# design 1

### Cell sizes after repair, design 1

Scale: 4 px per um.
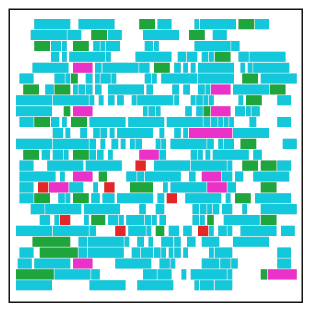

## config.mk

```make
export PLATFORM = sky130hd
export DESIGN_NAME = spi_adc_responder_flat
export DESIGN_NICKNAME = d
export VERILOG_FILES = /design/src/rtl/spi_pkg.sv /design/src/rtl/spi_adc_responder_if.sv /design/src/rtl/sync_edge.sv /design/src/rtl/spi_adc_responder.sv /design/src/flat_wrapper.sv
export SDC_FILE = /design/constraint.sdc
export NUM_CORES = 1
export LEC_CHECK = 0
export CAP_MARGIN = 20
export CORE_UTILIZATION = 57
export DETAILED_ROUTE_END_ITERATION = 7
export PLACE_DENSITY_LB_ADDON = 0.05
export SLEW_MARGIN = 20
export SYNTH_ARGS = -nofsm -noshare
export SYNTH_HDL_FRONTEND = slang
export SYNTH_SLANG_ARGS = --single-unit
export TNS_END_PERCENT = 30
```

## constraint.sdc

```tcl
create_clock -name clk -period 2.1 [get_ports clk]
set_input_delay 0.21 -clock clk [delete_from_list [all_inputs] [get_ports clk]]
set_output_delay 0.21 -clock clk [all_outputs]
set_load 0.01 [all_outputs]
```

## src/rtl/spi_pkg.sv

```systemverilog
// Shared SPI ADC definitions: frame geometry and the FSM state encoding,
// common to the responder and the matching master.
package spi_pkg;
   localparam int DATA_W     = 13;
   localparam int LEAD_BITS  = 3;
   localparam int FRAME_BITS = 16;

   typedef enum logic [1:0] {
      IDLE  = 2'd0,
      SHIFT = 2'd1,
      TAIL  = 2'd2
   } spi_state_t;
endpackage

```

## src/rtl/spi_adc_responder_if.sv

```systemverilog
// SPI pins plus the sample-word handshake and per-frame status pulses.
interface spi_adc_responder_if #(parameter int DATA_W = spi_pkg::DATA_W);
   logic              nCS;
   logic              sck;
   logic              miso;
   logic              miso_oe;
   logic [DATA_W-1:0] din;
   logic              din_valid;
   logic              din_ready;
   logic              frame_done;
   logic              frame_abort;
   logic              underrun;

   modport slave (
      input  nCS, sck, din, din_valid,
      output miso, miso_oe, din_ready, frame_done, frame_abort, underrun
   );

   modport master (
      output nCS, sck, din, din_valid,
      input  miso, miso_oe, din_ready, frame_done, frame_abort, underrun
   );
endinterface

```

## src/rtl/sync_edge.sv

```systemverilog
// 2-FF synchroniser for an asynchronous pin with registered rise/fall pulses;
// a pulse appears 3 clk after the pin edge.
module sync_edge #(
   parameter logic RST_VAL = 1'b0
) (
   input  logic clk,
   input  logic rst,
   input  logic d,
   output logic rise,
   output logic fall
);
   logic s1, s2, s3;

   always_ff @(posedge clk or negedge rst) begin
      if (!rst) begin
         s1   <= RST_VAL;
         s2   <= RST_VAL;
         s3   <= RST_VAL;
         rise <= 1'b0;
         fall <= 1'b0;
      end else begin
         s1   <= d;
         s2   <= s1;
         s3   <= s2;
         rise <= s2 & ~s3;
         fall <= ~s2 & s3;
      end
   end
endmodule

```

## src/rtl/spi_adc_responder.sv

```systemverilog
// SPI responder emulating the 13-bit serial ADC: serialises buffered sample
// words MSB-first behind LEAD_BITS zeros, one word per nCS frame.
module spi_adc_responder
   import spi_pkg::*;
#(
   parameter int DATA_W     = spi_pkg::DATA_W,
   parameter int LEAD_BITS  = spi_pkg::LEAD_BITS,
   parameter int FRAME_BITS = spi_pkg::FRAME_BITS
) (
   input  logic                clk,
   input  logic                rst,
   spi_adc_responder_if.slave  bus
);
   localparam int CW = $clog2(FRAME_BITS);

   logic ncs_rise, ncs_fall, sck_fall, sck_rise_unused;

   sync_edge #(.RST_VAL(1'b1)) u_ncs (
      .clk(clk), .rst(rst), .d(bus.nCS), .rise(ncs_rise), .fall(ncs_fall)
   );

   sync_edge #(.RST_VAL(1'b0)) u_sck (
      .clk(clk), .rst(rst), .d(bus.sck), .rise(sck_rise_unused), .fall(sck_fall)
   );

   spi_state_t            state;
   logic [FRAME_BITS-1:0] shreg;
   logic [CW-1:0]         bit_cnt;
   logic [DATA_W-1:0]     buf_q;
   logic [DATA_W-1:0]     last_sample;
   logic [DATA_W-1:0]     load_word;
   logic                  buf_full;
   logic                  bypass;

   assign bus.din_ready = !buf_full;

   // An empty buffer with a word on din at frame start hands it straight to
   // the shifter, so the buffer must not capture it as well.
   assign bypass = (state == IDLE) && ncs_fall && !buf_full && bus.din_valid;

   always_comb begin
      load_word = last_sample;
      if (buf_full)           load_word = buf_q;
      else if (bus.din_valid) load_word = bus.din;
   end

   always_ff @(posedge clk or negedge rst) begin
      if (!rst) begin
         state           <= IDLE;
         shreg           <= '0;
         bit_cnt         <= '0;
         buf_q           <= '0;
         buf_full        <= 1'b0;
         last_sample     <= '0;
         bus.miso        <= 1'b0;
         bus.miso_oe     <= 1'b0;
         bus.frame_done  <= 1'b0;
         bus.frame_abort <= 1'b0;
         bus.underrun    <= 1'b0;
      end else begin
         bus.frame_done  <= 1'b0;
         bus.frame_abort <= 1'b0;
         bus.underrun    <= 1'b0;

         if (bus.din_valid && !buf_full && !bypass) begin
            buf_q    <= bus.din;
            buf_full <= 1'b1;
         end

         case (state)
            IDLE: begin
               bus.miso    <= 1'b0;
               bus.miso_oe <= 1'b0;
               if (ncs_fall) begin
                  shreg       <= {{LEAD_BITS{1'b0}}, load_word};
                  last_sample <= load_word;
                  bit_cnt     <= '0;
                  bus.miso_oe <= 1'b1;
                  state       <= SHIFT;
                  if (buf_full)            buf_full     <= 1'b0;
                  else if (!bus.din_valid) bus.underrun <= 1'b1;
               end
            end

            SHIFT, TAIL: begin
               // Deselect takes priority over a coincident sck fall.
               if (ncs_rise) begin
                  state       <= IDLE;
                  bus.miso    <= 1'b0;
                  bus.miso_oe <= 1'b0;
                  if (state == TAIL) bus.frame_done  <= 1'b1;
                  else               bus.frame_abort <= 1'b1;
               end else if (sck_fall) begin
                  if (state == SHIFT) begin
                     shreg    <= shreg << 1;
                     bus.miso <= shreg[FRAME_BITS-2];
                     bit_cnt  <= bit_cnt + CW'(1);
                     if (bit_cnt == CW'(FRAME_BITS-2)) state <= TAIL;
                  end else begin
                     bus.miso <= 1'b0;
                  end
               end
            end

            default: state <= IDLE;
         endcase
      end
   end
endmodule

```

## src/flat_wrapper.sv

```systemverilog
// flat-port wrapper written by rule: the top's interface ports become plain ports
module spi_adc_responder_flat import spi_pkg::*;
#(
   parameter int DATA_W     = spi_pkg::DATA_W,
   parameter int LEAD_BITS  = spi_pkg::LEAD_BITS,
   parameter int FRAME_BITS = spi_pkg::FRAME_BITS
)
  (clk, rst, bus_nCS, bus_sck, bus_din, bus_din_valid, bus_miso, bus_miso_oe, bus_din_ready, bus_frame_done, bus_frame_abort, bus_underrun);
  spi_adc_responder_if #(.DATA_W(DATA_W)) bus_i ();
  input  logic clk;
  input  logic rst;
  input wire logic [$bits(bus_i.nCS)-1:0] bus_nCS;
  input wire logic [$bits(bus_i.sck)-1:0] bus_sck;
  input wire logic [$bits(bus_i.din)-1:0] bus_din;
  input wire logic [$bits(bus_i.din_valid)-1:0] bus_din_valid;
  output wire logic [$bits(bus_i.miso)-1:0] bus_miso;
  output wire logic [$bits(bus_i.miso_oe)-1:0] bus_miso_oe;
  output wire logic [$bits(bus_i.din_ready)-1:0] bus_din_ready;
  output wire logic [$bits(bus_i.frame_done)-1:0] bus_frame_done;
  output wire logic [$bits(bus_i.frame_abort)-1:0] bus_frame_abort;
  output wire logic [$bits(bus_i.underrun)-1:0] bus_underrun;
  assign bus_i.nCS = bus_nCS;
  assign bus_i.sck = bus_sck;
  assign bus_i.din = bus_din;
  assign bus_i.din_valid = bus_din_valid;
  assign bus_miso = bus_i.miso;
  assign bus_miso_oe = bus_i.miso_oe;
  assign bus_din_ready = bus_i.din_ready;
  assign bus_frame_done = bus_i.frame_done;
  assign bus_frame_abort = bus_i.frame_abort;
  assign bus_underrun = bus_i.underrun;
  spi_adc_responder #(.DATA_W(DATA_W), .LEAD_BITS(LEAD_BITS), .FRAME_BITS(FRAME_BITS)) u_core (.clk(clk), .rst(rst), .bus(bus_i));
endmodule
```

# design 2

===== config.mk =====
export PLATFORM = sky130hd
export DESIGN_NAME = bouton_filtre
export DESIGN_NICKNAME = d
export VERILOG_FILES = /design/src/rtl/bouton_pkg.sv /design/src/rtl/anti_rebond.sv /design/src/rtl/bouton_filtre.sv
export SDC_FILE = /design/constraint.sdc
export NUM_CORES = 1
export LEC_CHECK = 0
export ABC_CLOCK_PERIOD_IN_PS = 1900
export CORE_ASPECT_RATIO = 2
export CORE_MARGIN = 10
export CORE_UTILIZATION = 57
export DETAILED_ROUTE_END_ITERATION = 6
export PLACE_DENSITY = 0.78
export SLEW_MARGIN = 15
export SYNTH_ARGS = -nofsm -noshare
export SYNTH_HDL_FRONTEND = slang
export SYNTH_SLANG_ARGS = --single-unit

===== constraint.sdc =====
create_clock -name clk -period 1.9 [get_ports clk]
set_input_delay 0.285 -clock clk [delete_from_list [all_inputs] [get_ports clk]]
set_output_delay 0.285 -clock clk [all_outputs]
set_load 0.01 [all_outputs]

===== src/rtl/bouton_pkg.sv =====
// Shared types and timing defaults for the push-button conditioning chain.
// One FSM encoding and one counter-width rule are used by every button channel.
package bouton_pkg;

    typedef enum logic [1:0] {
        IDLE       = 2'd0,
        WAIT_DELAY = 2'd1,
        REPEAT     = 2'd2,
        HOLD_OFF   = 2'd3
    } etat_t;

    // 10 ms debounce, 400 ms before auto-fire, then 100 ms between shots at 100 MHz
    localparam int DEBOUNCE_CYCLES_DEF = 1000000;
    localparam int REPEAT_DELAY_DEF    = 40000000;
    localparam int REPEAT_PERIOD_DEF   = 10000000;

    function automatic int cnt_width(input int cycles);
        return $clog2(cycles) + 1;
    endfunction

endpackage


===== src/rtl/anti_rebond.sv =====
// One button channel: 2-flop synchroniser, counter debounce and press/auto-repeat FSM.
// hold_off parks a held button in HOLD_OFF until it is released and pressed again.
module anti_rebond
    import bouton_pkg::*;
#(
    parameter int DEBOUNCE_CYCLES = DEBOUNCE_CYCLES_DEF,
    parameter int REPEAT_DELAY    = REPEAT_DELAY_DEF,
    parameter int REPEAT_PERIOD   = REPEAT_PERIOD_DEF
) (
    input  logic clk,
    input  logic reset,
    input  logic btn,
    input  logic hold_off,
    output logic stable,
    output logic pulse
);

    localparam int DW = cnt_width(DEBOUNCE_CYCLES);
    localparam int RW = (cnt_width(REPEAT_DELAY) > cnt_width(REPEAT_PERIOD)) ?
                        cnt_width(REPEAT_DELAY) : cnt_width(REPEAT_PERIOD);
    localparam logic [DW-1:0] D_LAST  = DW'(DEBOUNCE_CYCLES - 1);
    localparam logic [RW-1:0] RD_LAST = RW'(REPEAT_DELAY - 1);
    localparam logic [RW-1:0] RP_LAST = RW'(REPEAT_PERIOD - 1);

    logic          sync1;
    logic          s;
    logic [DW-1:0] dcnt;
    logic [RW-1:0] rcnt;
    logic [RW-1:0] nxt_rcnt;
    logic          nxt_pulse;
    etat_t         etat;
    etat_t         nxt_etat;

    always_ff @(posedge clk or negedge reset) begin
        if (!reset) begin
            sync1  <= 1'b0;
            s      <= 1'b0;
            dcnt   <= '0;
            stable <= 1'b0;
        end else begin
            sync1 <= btn;
            s     <= sync1;
            // any agreeing cycle restarts the count, so short glitches never land
            if (s != stable) begin
                if (dcnt == D_LAST) begin
                    stable <= s;
                    dcnt   <= '0;
                end else begin
                    dcnt <= dcnt + DW'(1);
                end
            end else begin
                dcnt <= '0;
            end
        end
    end

    always_ff @(posedge clk or negedge reset) begin
        if (!reset) begin
            etat  <= IDLE;
            rcnt  <= '0;
            pulse <= 1'b0;
        end else begin
            etat  <= nxt_etat;
            rcnt  <= nxt_rcnt;
            pulse <= nxt_pulse;
        end
    end

    always_comb begin
        nxt_etat  = etat;
        nxt_rcnt  = rcnt;
        nxt_pulse = 1'b0;
        if (!stable) begin
            nxt_etat = IDLE;
            nxt_rcnt = '0;
        end else if (hold_off) begin
            nxt_etat = HOLD_OFF;
            nxt_rcnt = '0;
        end else begin
            case (etat)
                IDLE: begin
                    nxt_etat  = WAIT_DELAY;
                    nxt_pulse = 1'b1;
                    nxt_rcnt  = '0;
                end
                WAIT_DELAY: begin
                    if (rcnt == RD_LAST) begin
                        nxt_etat  = REPEAT;
                        nxt_pulse = 1'b1;
                        nxt_rcnt  = '0;
                    end else begin
                        nxt_rcnt = rcnt + RW'(1);
                    end
                end
                REPEAT: begin
                    if (rcnt == RP_LAST) begin
                        nxt_pulse = 1'b1;
                        nxt_rcnt  = '0;
                    end else begin
                        nxt_rcnt = rcnt + RW'(1);
                    end
                end
                default: nxt_rcnt = '0;
            endcase
        end
    end

endmodule


===== src/rtl/bouton_filtre.sv =====
// Conditions the left/right buttons into clean one-cycle move pulses for Manette.
// Pressing both at once, or losing the game (enable low), silences both channels.
module bouton_filtre
    import bouton_pkg::*;
#(
    parameter int DEBOUNCE_CYCLES = DEBOUNCE_CYCLES_DEF,
    parameter int REPEAT_DELAY    = REPEAT_DELAY_DEF,
    parameter int REPEAT_PERIOD   = REPEAT_PERIOD_DEF
) (
    input  logic clk,
    input  logic reset,
    input  logic enable,
    input  logic leftButton,
    input  logic rightButton,
    output logic leftPulse,
    output logic rightPulse,
    output logic leftLevel,
    output logic rightLevel
);

    logic left_stable;
    logic right_stable;
    logic left_pulse_r;
    logic right_pulse_r;
    logic hold_off;

    assign hold_off = ~enable | (left_stable & right_stable);

    anti_rebond #(
        .DEBOUNCE_CYCLES(DEBOUNCE_CYCLES),
        .REPEAT_DELAY   (REPEAT_DELAY),
        .REPEAT_PERIOD  (REPEAT_PERIOD)
    ) u_left (
        .clk     (clk),
        .reset   (reset),
        .btn     (leftButton),
        .hold_off(hold_off),
        .stable  (left_stable),
        .pulse   (left_pulse_r)
    );

    anti_rebond #(
        .DEBOUNCE_CYCLES(DEBOUNCE_CYCLES),
        .REPEAT_DELAY   (REPEAT_DELAY),
        .REPEAT_PERIOD  (REPEAT_PERIOD)
    ) u_right (
        .clk     (clk),
        .reset   (reset),
        .btn     (rightButton),
        .hold_off(hold_off),
        .stable  (right_stable),
        .pulse   (right_pulse_r)
    );

    // gate combinationally so a pulse already registered dies the cycle enable drops
    assign leftPulse  = left_pulse_r & enable;
    assign rightPulse = right_pulse_r & enable;
    assign leftLevel  = left_stable;
    assign rightLevel = right_stable;

endmodule


# design 3

==> config.mk <==
export PLATFORM = sky130hd
export DESIGN_NAME = mult_seq_ctrl
export DESIGN_NICKNAME = d
export VERILOG_FILES = /design/src/rtl/mult_seq_ctrl.sv
export SDC_FILE = /design/constraint.sdc
export NUM_CORES = 1
export LEC_CHECK = 0
export CORE_MARGIN = 8
export CORE_UTILIZATION = 51
export DETAILED_ROUTE_END_ITERATION = 12
export HOLD_SLACK_MARGIN = 0.1
export PLACE_DENSITY = 0.77
export SKIP_CTS_REPAIR_TIMING = 1
export SYNTH_ARGS = -nofsm -noshare
export SYNTH_HDL_FRONTEND = slang
export SYNTH_SLANG_ARGS = --single-unit
==> constraint.sdc <==
create_clock -name clk -period 17.52 [get_ports clk]
set_input_delay 2.628 -clock clk [delete_from_list [all_inputs] [get_ports clk]]
set_output_delay 2.628 -clock clk [all_outputs]
set_load 0.02 [all_outputs]
==> src/rtl/mult_seq_ctrl.sv <==
// ---------------------------------------------------------------------------
// mult_seq_ctrl
//   Multi-cycle sequencer for MIPS32 MULT/MULTU. One shared 32-bit ripple
//   adder builds the 64-bit product into HI/LO over 32 shift-add steps. Signed
//   operands are multiplied as magnitudes and the result is negated at the end
//   when the operand signs differ. The pipeline stalls while busy is high.
//
// Handshake: start is taken only in IDLE or DONE, on the rising edge where it
//   is high. a, b and is_signed are sampled on that edge. A start seen while
//   busy is dropped and never queued. done is high for exactly one cycle. hi
//   and lo then hold the product until the next done.
//
// Ports
//   clk        in   1     rising-edge clock
//   rst        in   1     synchronous, active-high reset
//   start      in   1     operation request
//   is_signed  in   1     1 = MULT (two's complement), 0 = MULTU
//   a          in   32    multiplicand
//   b          in   32    multiplier
//   busy       out  1     high in any state other than IDLE/DONE
//   done       out  1     one-cycle completion pulse
//   hi         out  32    product[63:32]
//   lo         out  32    product[31:0]
//   dbg_state  out  3     current FSM state, for observation only
// ---------------------------------------------------------------------------

// Plain 32-bit ripple-carry adder: {cout,s} = a + b + cin.
module bit32_adder (
    input  logic [31:0] i_a,
    input  logic [31:0] i_b,
    input  logic        i_cin,
    output logic [31:0] o_s,
    output logic        o_cout
);
    logic w_c;

    always_comb begin
        o_s = '0;
        w_c = i_cin;
        for (int k = 0; k < 32; k++) begin
            o_s[k] = i_a[k] ^ i_b[k] ^ w_c;
            w_c    = (i_a[k] & i_b[k]) | (w_c & (i_a[k] ^ i_b[k]));
        end
        o_cout = w_c;
    end
endmodule

module mult_seq_ctrl #(
    parameter int WIDTH = 32
) (
    input  logic             clk,
    input  logic             rst,
    input  logic             start,
    input  logic             is_signed,
    input  logic [WIDTH-1:0] a,
    input  logic [WIDTH-1:0] b,
    output logic             busy,
    output logic             done,
    output logic [WIDTH-1:0] hi,
    output logic [WIDTH-1:0] lo,
    output logic [2:0]       dbg_state
);
    localparam int CW = $clog2(WIDTH) + 1;

    typedef enum logic [2:0] {
        IDLE   = 3'd0,
        NEG_A  = 3'd1,
        NEG_B  = 3'd2,
        ITER   = 3'd3,
        FIX_LO = 3'd4,
        FIX_HI = 3'd5,
        DONE   = 3'd6
    } state_t;

    state_t           r_state, w_state_nxt;
    logic [WIDTH-1:0] r_mcand, w_mcand_nxt;
    logic [WIDTH-1:0] r_mq, w_mq_nxt;      // multiplier, shifted out as LO fills in
    logic [WIDTH-1:0] r_acc, w_acc_nxt;    // running upper half of the product
    logic [CW-1:0]    r_cnt, w_cnt_nxt;
    logic             r_neg, w_neg_nxt;    // product must be negated at the end
    logic             r_sgn, w_sgn_nxt;    // operation is MULT
    logic             r_c, w_c_nxt;        // carry from the LO negation into HI
    logic [WIDTH-1:0] r_hi, r_lo;
    logic             w_load_out;

    logic [WIDTH-1:0] w_add_a, w_add_b, w_add_s;
    logic             w_add_cin, w_add_cout;
    logic [WIDTH:0]   w_sum;

    bit32_adder u_add (
        .i_a    (w_add_a),
        .i_b    (w_add_b),
        .i_cin  (w_add_cin),
        .o_s    (w_add_s),
        .o_cout (w_add_cout)
    );

    always_ff @(posedge clk) begin
        if (rst) begin
            r_state <= IDLE;
            r_mcand <= '0;
            r_mq    <= '0;
            r_acc   <= '0;
            r_cnt   <= '0;
            r_neg   <= 1'b0;
            r_sgn   <= 1'b0;
            r_c     <= 1'b0;
            r_hi    <= '0;
            r_lo    <= '0;
        end else begin
            r_state <= w_state_nxt;
            r_mcand <= w_mcand_nxt;
            r_mq    <= w_mq_nxt;
            r_acc   <= w_acc_nxt;
            r_cnt   <= w_cnt_nxt;
            r_neg   <= w_neg_nxt;
            r_sgn   <= w_sgn_nxt;
            r_c     <= w_c_nxt;
            if (w_load_out) begin
                r_hi <= w_acc_nxt;
                r_lo <= w_mq_nxt;
            end
        end
    end

    always_comb begin
        w_state_nxt = r_state;
        w_mcand_nxt = r_mcand;
        w_mq_nxt    = r_mq;
        w_acc_nxt   = r_acc;
        w_cnt_nxt   = r_cnt;
        w_neg_nxt   = r_neg;
        w_sgn_nxt   = r_sgn;
        w_c_nxt     = r_c;
        w_load_out  = 1'b0;
        w_add_a     = '0;
        w_add_b     = '0;
        w_add_cin   = 1'b0;
        w_sum       = {1'b0, r_acc};

        case (r_state)
            IDLE, DONE: begin
                if (start) begin
                    w_mcand_nxt = a;
                    w_mq_nxt    = b;
                    w_acc_nxt   = '0;
                    w_cnt_nxt   = '0;
                    w_c_nxt     = 1'b0;
                    w_sgn_nxt   = is_signed;
                    w_neg_nxt   = is_signed & (a[WIDTH-1] ^ b[WIDTH-1]);
                    if (is_signed && a[WIDTH-1])      w_state_nxt = NEG_A;
                    else if (is_signed && b[WIDTH-1]) w_state_nxt = NEG_B;
                    else                              w_state_nxt = ITER;
                end else if (r_state == DONE) begin
                    w_state_nxt = IDLE;
                end
            end
            NEG_A: begin
                // The most negative value negates to itself; read as unsigned
                // it is already the correct magnitude.
                w_add_a     = ~r_mcand;
                w_add_cin   = 1'b1;
                w_mcand_nxt = w_add_s;
                w_state_nxt = (r_sgn && r_mq[WIDTH-1]) ? NEG_B : ITER;
            end
            NEG_B: begin
                w_add_a     = ~r_mq;
                w_add_cin   = 1'b1;
                w_mq_nxt    = w_add_s;
                w_state_nxt = ITER;
            end
            ITER: begin
                w_add_a   = r_acc;
                w_add_b   = r_mcand;
                w_sum     = r_mq[0] ? {w_add_cout, w_add_s} : {1'b0, r_acc};
                // 65-bit {sum, mq} shifted right by one; the adder carry lands
                // in the top bit of acc.
                w_acc_nxt = w_sum[WIDTH:1];
                w_mq_nxt  = {w_sum[0], r_mq[WIDTH-1:1]};
                w_cnt_nxt = r_cnt + 1'b1;
                if (r_cnt == CW'(WIDTH - 1)) begin
                    if (r_neg) begin
                        w_state_nxt = FIX_LO;
                    end else begin
                        w_state_nxt = DONE;
                        w_load_out  = 1'b1;
                    end
                end
            end
            FIX_LO: begin
                w_add_a     = ~r_mq;
                w_add_cin   = 1'b1;
                w_mq_nxt    = w_add_s;
                w_c_nxt     = w_add_cout;
                w_state_nxt = FIX_HI;
            end
            FIX_HI: begin
                // A zero LO carries out, so negating zero yields zero overall.
                w_add_a     = ~r_acc;
                w_add_cin   = r_c;
                w_acc_nxt   = w_add_s;
                w_state_nxt = DONE;
                w_load_out  = 1'b1;
            end
            default: w_state_nxt = IDLE;
        endcase
    end

    assign busy      = (r_state != IDLE) && (r_state != DONE);
    assign done      = (r_state == DONE);
    assign hi        = r_hi;
    assign lo        = r_lo;
    assign dbg_state = r_state;
endmodule
# design 4

$ cat src/rtl/cpu24_pkg.sv
// Purpose: shared sizes and requester indices for the 24-bit CPU register-file slice.
// Latency: n/a (constants only).
// Backpressure: n/a.
// Contents: DATA_W, ADDR_W, NUM_REGS, and REQ_ALU/REQ_MUL, the index of each writeback source in grant vectors.
package cpu24_pkg;

    localparam int DATA_W   = 24;
    localparam int ADDR_W   = 4;
    localparam int NUM_REGS = 16;

    localparam int REQ_ALU  = 0;
    localparam int REQ_MUL  = 1;

endpackage

$ cat src/rtl/rr_arbiter2.sv
// Purpose: 2-way round-robin arbiter with a last-grant pointer.
// Latency: grant is combinational from req; the pointer updates at the clock edge.
// Backpressure: a requester that is not granted simply sees gnt low and keeps requesting.
// Ports: clk, rst_n (async active-low), req[1:0] request vector, gnt[1:0] one-hot grant (or zero).
module rr_arbiter2 (
    input  logic       clk,
    input  logic       rst_n,
    input  logic [1:0] req,
    output logic [1:0] gnt
);

    // Index of the requester granted most recently. It resets to 1, so requester 0 wins the first tie.
    logic last_q;

    always_comb begin
        gnt = 2'b00;
        unique case (req)
            2'b01:   gnt = 2'b01;
            2'b10:   gnt = 2'b10;
            2'b11:   gnt = last_q ? 2'b01 : 2'b10;
            default: gnt = 2'b00;
        endcase
    end

    always_ff @(posedge clk or negedge rst_n) begin
        if (!rst_n) begin
            last_q <= 1'b1;
        end else if (|gnt) begin
            last_q <= gnt[1];
        end
    end

endmodule

$ cat src/rtl/regfile_write_arbiter.sv
// Purpose: round-robin share of the register-file write port between ALU and MUL, plus a destination scoreboard.
// Latency: accept at edge N -> RegWrite/RD/WriteData valid after edge N -> register file captures at edge N+1.
// Backpressure: ReqNReady is high only while requester N holds the grant; ResReady is low while the target is busy.
// Ports: Clock, Reset_n (async active-low); Req0*/Req1* valid/ready writeback requests; Res* issue-time reservation;
//        RS/RT are hazard queries answered on HazardRS/HazardRT; RegWrite/RD/WriteData form the registered write port;
//        Busy is the scoreboard; ErrUnreserved is a sticky error flag; Fwd* are the optional forwarding outputs.
// Config: define REGFILE_WRITE_ARBITER_BYPASS_EN to forward the committing write to RS/RT and mask those hazards.
module regfile_write_arbiter
    import cpu24_pkg::*;
#(
    parameter int DATA_W   = cpu24_pkg::DATA_W,
    parameter int ADDR_W   = cpu24_pkg::ADDR_W,
    parameter int NUM_REGS = cpu24_pkg::NUM_REGS
) (
    input  logic                Clock,
    input  logic                Reset_n,
    input  logic                Req0Valid,
    input  logic [ADDR_W-1:0]   Req0Rd,
    input  logic [DATA_W-1:0]   Req0Data,
    output logic                Req0Ready,
    input  logic                Req1Valid,
    input  logic [ADDR_W-1:0]   Req1Rd,
    input  logic [DATA_W-1:0]   Req1Data,
    output logic                Req1Ready,
    input  logic                ResValid,
    input  logic [ADDR_W-1:0]   ResRd,
    output logic                ResReady,
    input  logic [ADDR_W-1:0]   RS,
    input  logic [ADDR_W-1:0]   RT,
    output logic                HazardRS,
    output logic                HazardRT,
    output logic                RegWrite,
    output logic [ADDR_W-1:0]   RD,
    output logic [DATA_W-1:0]   WriteData,
    output logic [NUM_REGS-1:0] Busy,
    output logic                ErrUnreserved,
    output logic                FwdRSValid,
    output logic                FwdRTValid,
    output logic [DATA_W-1:0]   FwdRSData,
    output logic [DATA_W-1:0]   FwdRTData
);

    logic [1:0]          gnt;
    logic                xfer;
    logic [ADDR_W-1:0]   sel_rd;
    logic [DATA_W-1:0]   sel_dat;
    logic [NUM_REGS-1:0] busy_q;
    logic [NUM_REGS-1:0] busy_nxt;
    logic                res_fire;

    rr_arbiter2 u_arb (
        .clk   (Clock),
        .rst_n (Reset_n),
        .req   ({Req1Valid, Req0Valid}),
        .gnt   (gnt)
    );

    assign Req0Ready = gnt[REQ_ALU];
    assign Req1Ready = gnt[REQ_MUL];

    // The grant is only ever given to a valid requester, so any grant is a transfer.
    assign xfer    = |gnt;
    assign sel_rd  = gnt[REQ_MUL] ? Req1Rd   : Req0Rd;
    assign sel_dat = gnt[REQ_MUL] ? Req1Data : Req0Data;

    // Commit register. RD and WriteData hold their last value when nothing is accepted.
    always_ff @(posedge Clock or negedge Reset_n) begin
        if (!Reset_n) begin
            RegWrite  <= 1'b0;
            RD        <= '0;
            WriteData <= '0;
        end else begin
            RegWrite <= xfer;
            if (xfer) begin
                RD        <= sel_rd;
                WriteData <= sel_dat;
            end
        end
    end

    assign ResReady = ~busy_q[ResRd];
    assign res_fire = ResValid & ResReady;

    // The clear is applied before the set, so a reservation landing on the
    // edge where the same register commits leaves it busy.
    always_comb begin
        busy_nxt = busy_q;
        if (RegWrite) begin
            busy_nxt[RD] = 1'b0;
        end
        if (res_fire) begin
            busy_nxt[ResRd] = 1'b1;
        end
    end

    always_ff @(posedge Clock or negedge Reset_n) begin
        if (!Reset_n) begin
            busy_q        <= '0;
            ErrUnreserved <= 1'b0;
        end else begin
            busy_q <= busy_nxt;
            if (RegWrite && !busy_q[RD]) begin
                ErrUnreserved <= 1'b1;
            end
        end
    end

    assign Busy = busy_q;

`ifdef REGFILE_WRITE_ARBITER_BYPASS_EN
    // The write being captured this cycle is visible to decode, so a match
    // against it is served from the write port and is not a hazard.
    assign FwdRSValid = RegWrite && (RD == RS);
    assign FwdRTValid = RegWrite && (RD == RT);
    assign FwdRSData  = WriteData;
    assign FwdRTData  = WriteData;
    assign HazardRS   = busy_q[RS] & ~FwdRSValid;
    assign HazardRT   = busy_q[RT] & ~FwdRTValid;
`else
    assign FwdRSValid = 1'b0;
    assign FwdRTValid = 1'b0;
    assign FwdRSData  = '0;
    assign FwdRTData  = '0;
    assign HazardRS   = busy_q[RS];
    assign HazardRT   = busy_q[RT];
`endif

endmodule

$ cat config.mk
export PLATFORM = sky130hd
export DESIGN_NAME = regfile_write_arbiter
export DESIGN_NICKNAME = d
export VERILOG_FILES = /design/src/rtl/cpu24_pkg.sv /design/src/rtl/rr_arbiter2.sv /design/src/rtl/regfile_write_arbiter.sv
export SDC_FILE = /design/constraint.sdc
export NUM_CORES = 1
export LEC_CHECK = 0
export ABC_AREA = 1
export ABC_CLOCK_PERIOD_IN_PS = 1400
export CORE_UTILIZATION = 36
export CTS_CLUSTER_SIZE = 8
export DETAILED_ROUTE_END_ITERATION = 8
export PLACE_DENSITY = 0.78
export SLEW_MARGIN = 30
export SYNTH_ARGS = -nofsm -noshare
export SYNTH_HDL_FRONTEND = slang
export SYNTH_SLANG_ARGS = --single-unit
$ cat constraint.sdc
create_clock -name Clock -period 1.4 [get_ports Clock]
set_clock_uncertainty 0.15 [all_clocks]
set_input_delay 0.21 -clock Clock [delete_from_list [all_inputs] [get_ports Clock]]
set_output_delay 0.21 -clock Clock [all_outputs]
set_load 0.01 [all_outputs]

==> screenshots <==
Placement by cell class.
shot_01.png
Scale: 6 px per um.
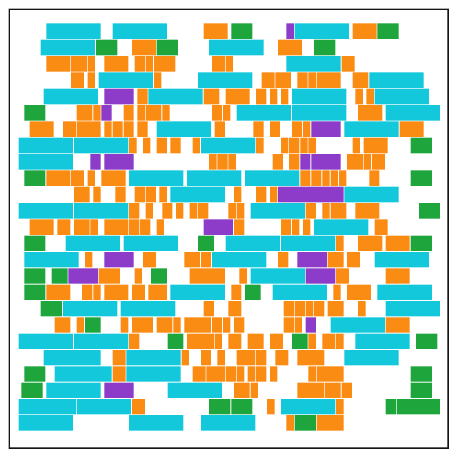
shot_02.png
Scale: 3 px per um.
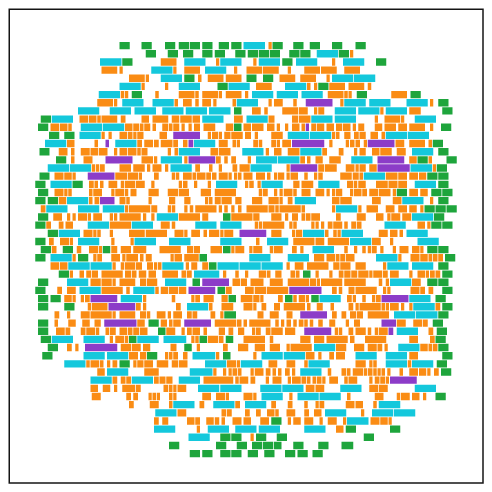
shot_03.png
Scale: 4 px per um.
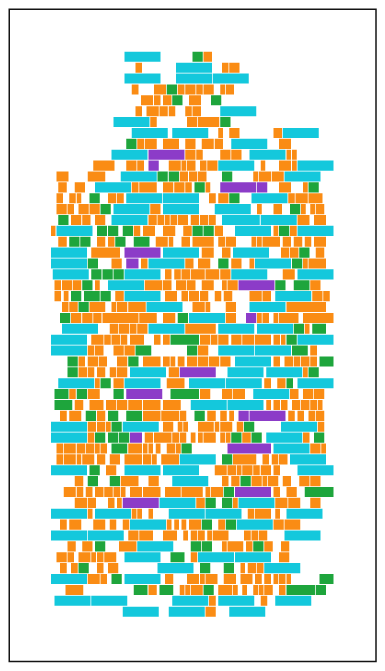
shot_04.png
Scale: 4 px per um.
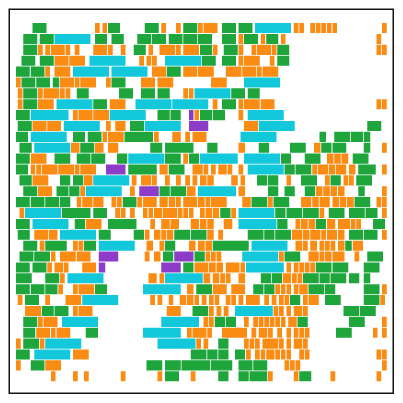
shot_03.png is design 2.
shot_02.png is design 3.
shot_04.png is design 4.
shot_01.png is design 1.

Key to shot_03.png:
Key: purple = clock drivers and dummy loads [cells 16, share of their area 4.3%]; cyan = registers [cells 108, share of their area 39%]; green = remaining buffers and delay cells [cells 101, share of their area 12%]; orange = remaining logic cells [cells 461, share of their area 45%]

### Cell sizes after repair, design 2

Scale: 2 px per um.
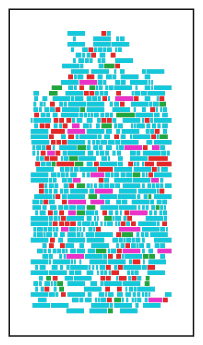
Key: cyan = x1 and smaller [cells 534, share 78%, most used dfrtp_1]; red = x3 and x4 [cells 99, share 14%, most used buf_4]; green = x2 [cells 32, share 4.7%, most used a22oi_2]; magenta = x6 and larger [cells 21, share 3.1%, most used clkbuf_16]
Final Instance Area: 7157 um2
worst setup margin: -0.07926 ns
area grow syn2layout: 23.38%

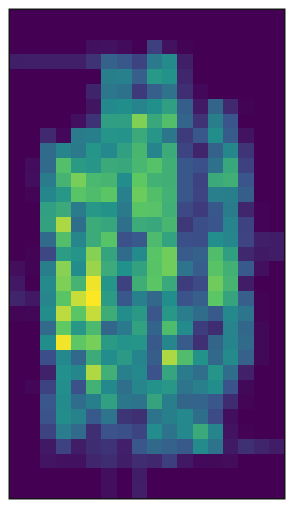
*Routed metal per tile, design 2*
Scale: 3 px per um. The die is cut into 18 by 33 equal tiles; dark purple is low, yellow is high, scaled to the fullest tile. Values are wire area over tile area, all layers added.
21% of the tiles are over half the peak. The densest ninth of the die: centre. The mean over all tiles is 0.16. The fullest tile reaches 0.64. The emptiest ninth of the die: north-east.
DR vias: 5,250
WL/cell: 18.63 um
GRT Total Usage: 0.2055
drt total wl: 15.29 mm

==> flow_summary.toml, design 2 <==
# generated from flow reports
[global_routing]
grt_pass1_vias = 5317
met1_usage = 0.2021

[layout]
final_cells = 821
nonClkBufAreaFrac = 0.1194
ff_count = 108
most-common-layout-cells = "dfrtp_1, buf_4, a21oi_1, nand3_1, nand4_1"
comb_share = 0.4259
inverters_excl_clock = 21

[pwr]
total_leakage_power_nw = 2.844

[logic_synthesis]
largest_area_cell = "dfrtp_1"
synth.area.mux_share = 0.003883
top_cell_area_share = 0.4659
floorplan.nets = 616

[floorplan]
nWellTaps = 135

[worst_hold_path]
hp-class = "reg -> reg"

[clock_tree]
cts_tree = "built"

[run_status]
status = "finished, violations left"
failed_checks = "negative setup slack"

[setup_path]
crit_type = "reg -> reg"

[place]
dp_slack_ns = -0.1746

[sta]
finalSetupViolCount = 14
fin_ws_ns = -0.07926
design 2: flip-flops by register name (all words and copies together), names as in the netlist, 2 cells and up:
signal        count
u_left.dcnt      21
u_left.etat       2
u_left.rcnt      27
u_right.dcnt     21
u_right.etat      2
u_right.rcnt     27
design 2: critical path, stage by stage (launching register included):
cell,delay [ns]
dfrtp_1,0.40
buf_6,0.13
nor4bb_4,0.33
buf_4,0.17
nand4_1,0.12
o211ai_1,0.29
buf_4,0.21
buf_6,0.12
a22oi_2,0.07
design 2: final timing paths:
kind                       slack [ns]          endpoint  cells after the start
max in group asynchronous        0.89   u_left.dcnt[18]                      3
min in group asynchronous        0.42  u_right.dcnt[19]                      2
min reg2reg                      0.35         u_right.s                      0
max                             -0.08   u_left.rcnt[19]                      8
max reg2reg                     -0.08   u_left.rcnt[19]                      8
min                              0.35         u_right.s                      0
design 2: what timing repair did:
| item | 4_1_cts | 5_1_grt |
|---|---|---|
| setup buffers | 5 | 9 |
| resized | 12 | 27 |
| hold buffers | 1 | 0 |
| gates cloned | 0 | 1 |
| pin swaps | 1 | 15 |
| endpoints found under the hold margin | 31 | 0 |
| setup endpoints to repair | 32 | 72 |
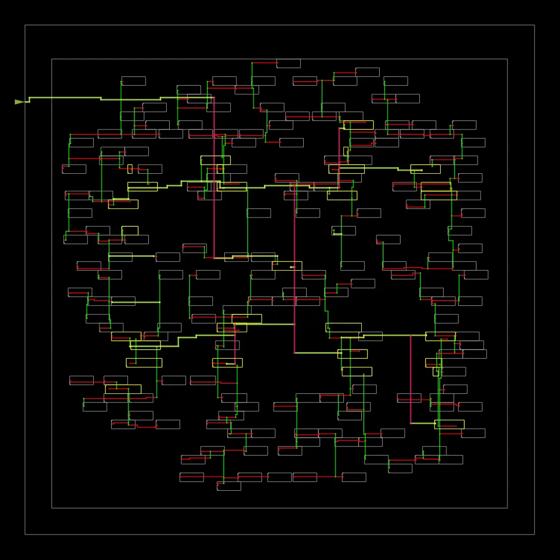
*Clock wiring as the flow saved it, design 3*
clock buf count: 22
Clock Sinks: 172
cts bufs inserted: 17
seq_cells: 172
Fin Clk Skew: 0.005476 ns

==> flow_summary.toml, design 3 <==
# generated from flow reports
[logic_synthesis]
syn_inst = 1221
ys_sh_aoi = 0.2673
yosys-stat-area_um2 = 10200
logic_family = "AND-OR/OR-AND gates"
top_cell_area_share = 0.3377
floorplan.nets = 1322
avgSynthCellArea_um2 = 8.351

[clock_tree]
cts_tree = "built"
cts_root_buffer = "clkbuf_16"

[place]
dpl_cell_area_um2 = 11490

[floorplan]
core_um2 = 19530
initial_core_util = 0.5222

[layout]
largestClassByArea = "multi-input combinational cells"
nonClkBufAreaFrac = 0.1254
logic_area_um2 = 6176

[setup_path]
worstPathMaxFanout = 20
reg2reg_to = "lo[31]"

[pwr]
total_power_mw = 1.238
power_density_nw_per_um2 = 101.9

[worst_hold_path]
hold_depth = 2

[drt]
vias_per_cell = 6.282
drtIter0Drc = 943

[global_routing]
grtUsageMet2 = 0.4177
gr-total-overflow = 0

[sta]
tightestPinTransition_ns = 1.272

[job]
drv_cap = 0

[run_status]
status = "completed"
## design 3: report_power, final
part           internal, mW  total (mW)  switching [mW]
combinational         0.135       0.364           0.229
clock                 0.266       0.422           0.156
sequential            0.422       0.452          0.0302
## design 3: sequential cells by signal, indices dropped and copies added, names as in the netlist
signal	count
r_sgn	1
r_c	1
dbg_state	3
r_cnt	6
r_acc	32
r_mq	32
r_neg	1
hi	32
r_mcand	32
lo	32
## design 3: synthesized netlist by cell type (all sizes together) (4+ instances only)
library cell / count
a211oi: 33
a21o: 33
a21oi: 104
a221oi: 92
a311oi: 4
a31oi: 33
and2: 4
and3b: 31
buf: 46
clkbuf: 84
dfxtp: 172
fa: 32
inv: 7
mux2: 29
mux2i: 35
nand2: 124
nand2b: 8
nand3: 23
nand3b: 4
nor2: 228
nor3: 33
o21ai: 5
o22ai: 32
o31ai: 4
## design 3: how the worst min path moves through the flow
stage | startpoint | end | slack (ns)
2_1_floorplan | r_sgn | r_sgn | 0.44
3_3_place_gp | lo[0] | lo[0] | 0.46
3_5_place_dp | lo[0] | lo[0] | 0.46
4_1_cts | lo[0] | lo[0] | 0.47
5_1_grt | lo[0] | lo[0] | 0.49
6_report | lo[0] | lo[0] | 0.47
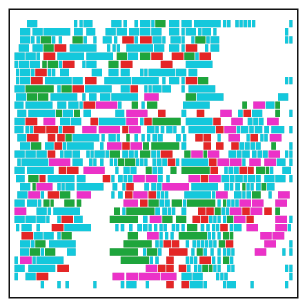
*Cell sizes after repair, design 4*
Scale: 3 px per um.
Key: cyan = x1 and smaller [cells 435, share 66%, most used nand2_1]; green = x2 [cells 82, share 12%, most used nand3_2]; magenta = x6 and larger [cells 60, share 9.1%, most used buf_6]; red = x3 and x4 [cells 82, share 12%, most used buf_4]

==> flow_summary.toml, design 4 <==
# generated from flow reports
[logic_synthesis]
synth-main-ff-cell = "dfrtp_1"
yosys-stat-area_um2 = 3157
ys_cells = 461
synth_warnings = 0
logic_family = "simple AND/OR/NAND/NOR gates"
top_cell_area_share = 0.3646

[sta]
fin_ws_ns = -0.3996
finalSetupViolCount = 54
period_minus_slack_ns = 1.800

[run_status]
status = "finished, violations left"
failed_checks = "negative setup slack"

[floorplan]
num_io_pins = 174
dieHeight_um = 95.64
die_width_um = 95.64

[job]
log.warning_count = 29

[pwr]
largestPowerGroup = "combinational logic"
seqPwrFrac = 0.305

[drt]
wl_mm = 11.24
drt_first_pass_iters = 5

[place]
gp_congestion = 0.8834

[setup_path]
crit_end = "ResReady"
ff2ff_path_depth = 13
critPathBufInv = 2
path_cells = "buf_6, nand2_2, nand2_1, nand2_1, nand2_1, nand2_1, nand2_2, nor2_4, buf_6"
worstPathArrival_ns = 1.44
crit_top_cell = "nand2_1"

[clock_tree]
cts_tree = "built"

[layout]
nets = 731
seq_share = 0.2125
design 4: flip-flops by register name, indices dropped and copies added (netlist names):
signal and cells:
Busy 16, ErrUnreserved 1, RD 4, RegWrite 1, WriteData 24, u_arb.last_q 1
design 4: metal layers:
metal / vias to the layer above / GRT usage
met1: 1743 / 0.2713
met5: - / 0
met3: 32 / 0.06539
met2: 222 / 0.4351
li1: 1761 / -
met4: 0 / 0.09204
design 4: cell usage in the layout (no fill, tap or decap), drive strengths merged:
cell	n
a21oi	8
buf	107
clkbuf	8
clkdlybuf4s15	3
clkdlybuf4s50	63
clkinv	1
conb	50
dfrtp	46
dfstp	1
dlygate4sd2	33
dlygate4sd3	1
dlymetal6s2s	2
inv	30
nand2	183
nand3	52
nand4	3
nor2	25
o211ai	14
o21ai	26
o21bai	1
o22ai	1
o31ai	1
design 4: per-stage QoR:
step	area (um2)	setup TNS, ns	power [mW]	instances	hold slack (ns)
detailed placement	4654	-22.14	4.931	723	0.01046
global placement	4654	-21.12	4.879	723	0.006201
finish	5599	-8.799	6.777	764	0.2292
global route	5599	-11.57	7.168	764	0.2482
floorplan	3347	-0.09339	3.137	510	-0.2356
CTS	5363	-7.796	6.394	764	0.2175
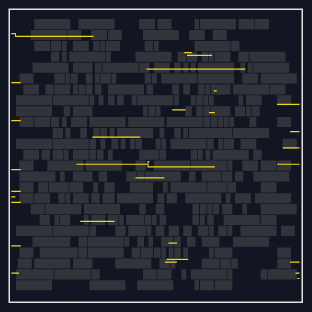
*Signal wires on met3, design 1*
Scale: 4 px per um. Cells faint in the background.
The longest straight run is 24.4 um. 25 nets have wire on it. The layer carries 164 um of wire.

Notes on 'Cell sizes after repair' of design 1 above:
Key: magenta = x6 and larger [cells 12, share 3.9%, most used clkbuf_8]; green = x2 [cells 37, share 12%, most used mux2_2]; red = x3 and x4 [cells 7, share 2.3%, most used buf_4]; cyan = x1 and smaller [cells 254, share 82%, most used dfrtp_1]
worst setup margin: 0.1818 ns
Final Instance Area: 3362 um2
nonclk buf count: 32

==> flow_summary.toml, design 1 <==
# generated from flow reports
[layout]
drive_gt1_frac = 0.1806
ff_latch_area_um2 = 1555

[logic_synthesis]
ys_cells = 279

[global_routing]
grt_pass1_vias = 2058
grt_max_degree = 63
gr-usage-met3 = 0.04696

[sta]
setup-tns-final_ns = 0
hold_violations = 0

[job]
log.warning_count = 30

[floorplan]
initial_core_util = 0.5987
dieHeight_um = 72.90
num_io_pins = 24

[place]
gp_congestion = 0.7904

[run_status]
status = "completed"

[setup_path]
crit_type = "reg -> reg"
## design 1: layout make-up
type	instances	share of cell area
Inverter	7	0.007815
Multi-Input combinational cell	193	0.3562
Clock inverter	5	0.01489
Sequential cell	62	0.4626
Tap cell	67	0.02493
Timing Repair Buffer	32	0.09155
Clock buffer	11	0.04205
## design 1: what timing repair did
action                                 in CTS  in global routing
setup endpoints to repair                   0                 10
gates resized                               0                  1
hold buffers                                1                  0
endpoints found under the hold margin      59                  0
## design 1: where the power goes
group | switching, mW | internal, mW | leakage [nW]
sequential | 0.228 | 1.64 | 0.770
combinational | 0.811 | 0.656 | 0.609
clock | 0.431 | 0.573 | 0.103
total | 1.47 | 2.86 | 1.48
## design 1: routing by layer
metal  wire length (um)  part of all wire  up-vias
li1                   -                 -     1004
met1               2617              0.51      940
met2               2298              0.45       39
met3                163             0.032        7
met4                 58             0.011        0
met5                  0                 0        -
## design 1: worst register-to-register path: cells and delay by family (launching register included)
kind | cells | cell delay [ns]
buffers and inverters | 4 | 0.67
flip-flops | 1 | 0.38
adder cells (fa/ha/maj) | 1 | 0.39
AND-OR/OR-AND | 2 | 0.43


==> notes/layouts.md <==
Pictures saved along the way, in no particular order.

Routed metal per tile.
panel A
Scale: 4 px per um. The die is cut into 19 by 19 equal tiles; dark purple is low, yellow is high, scaled to the fullest tile. Values are wire area over tile area, all layers added.
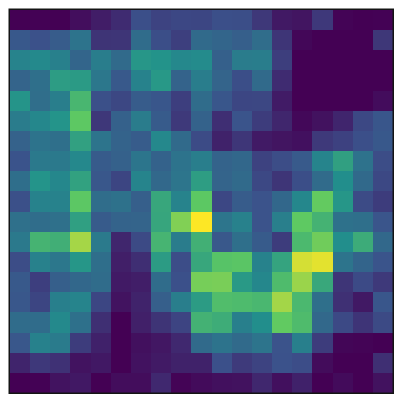
panel B
Scale: 4 px per um. The die is cut into 15 by 15 equal tiles; dark purple is low, yellow is high, scaled to the fullest tile. Values are wire area over tile area, all layers added.
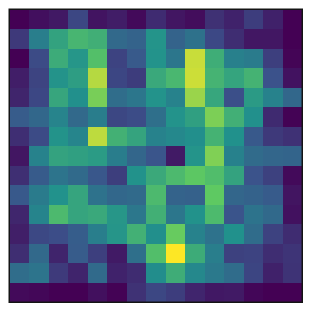
panel C
Scale: 2 px per um. The die is cut into 31 by 31 equal tiles; dark purple is low, yellow is high, scaled to the fullest tile. Values are wire area over tile area, all layers added.
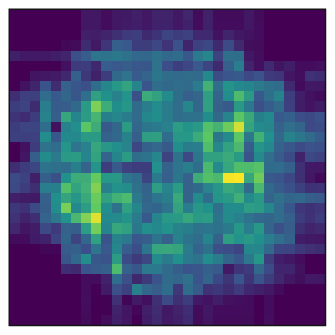
design 1 -> panel B
design 4 -> panel A
design 3 -> panel C


## Gallery

Signal wires on met3.
picture 1
Scale: 4 px per um. Cells faint in the background.
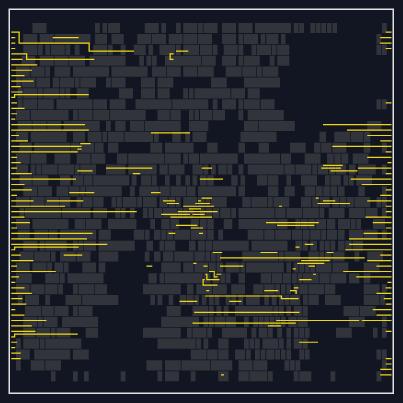
picture 2
Scale: 2 px per um. Cells faint in the background.
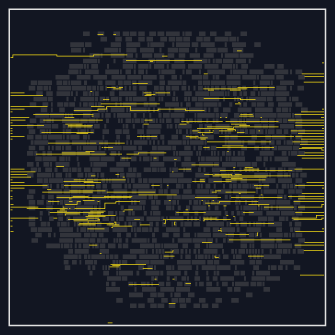
picture 3
Scale: 3 px per um. Cells faint in the background.
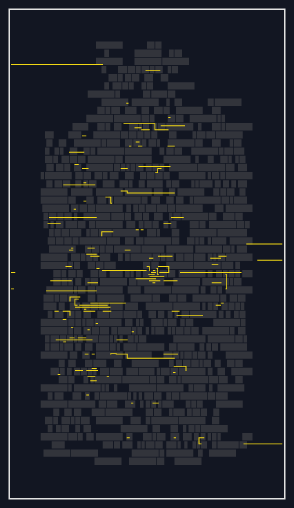
picture 2: design 3
picture 1: design 4
picture 3: design 2
Of these, smallest die: picture 1
Of these, largest die: picture 2

Key to picture 2:
The longest straight run is 37.7 um. The wires run mostly horizontal.

Power and IR drop assume default switching activity.
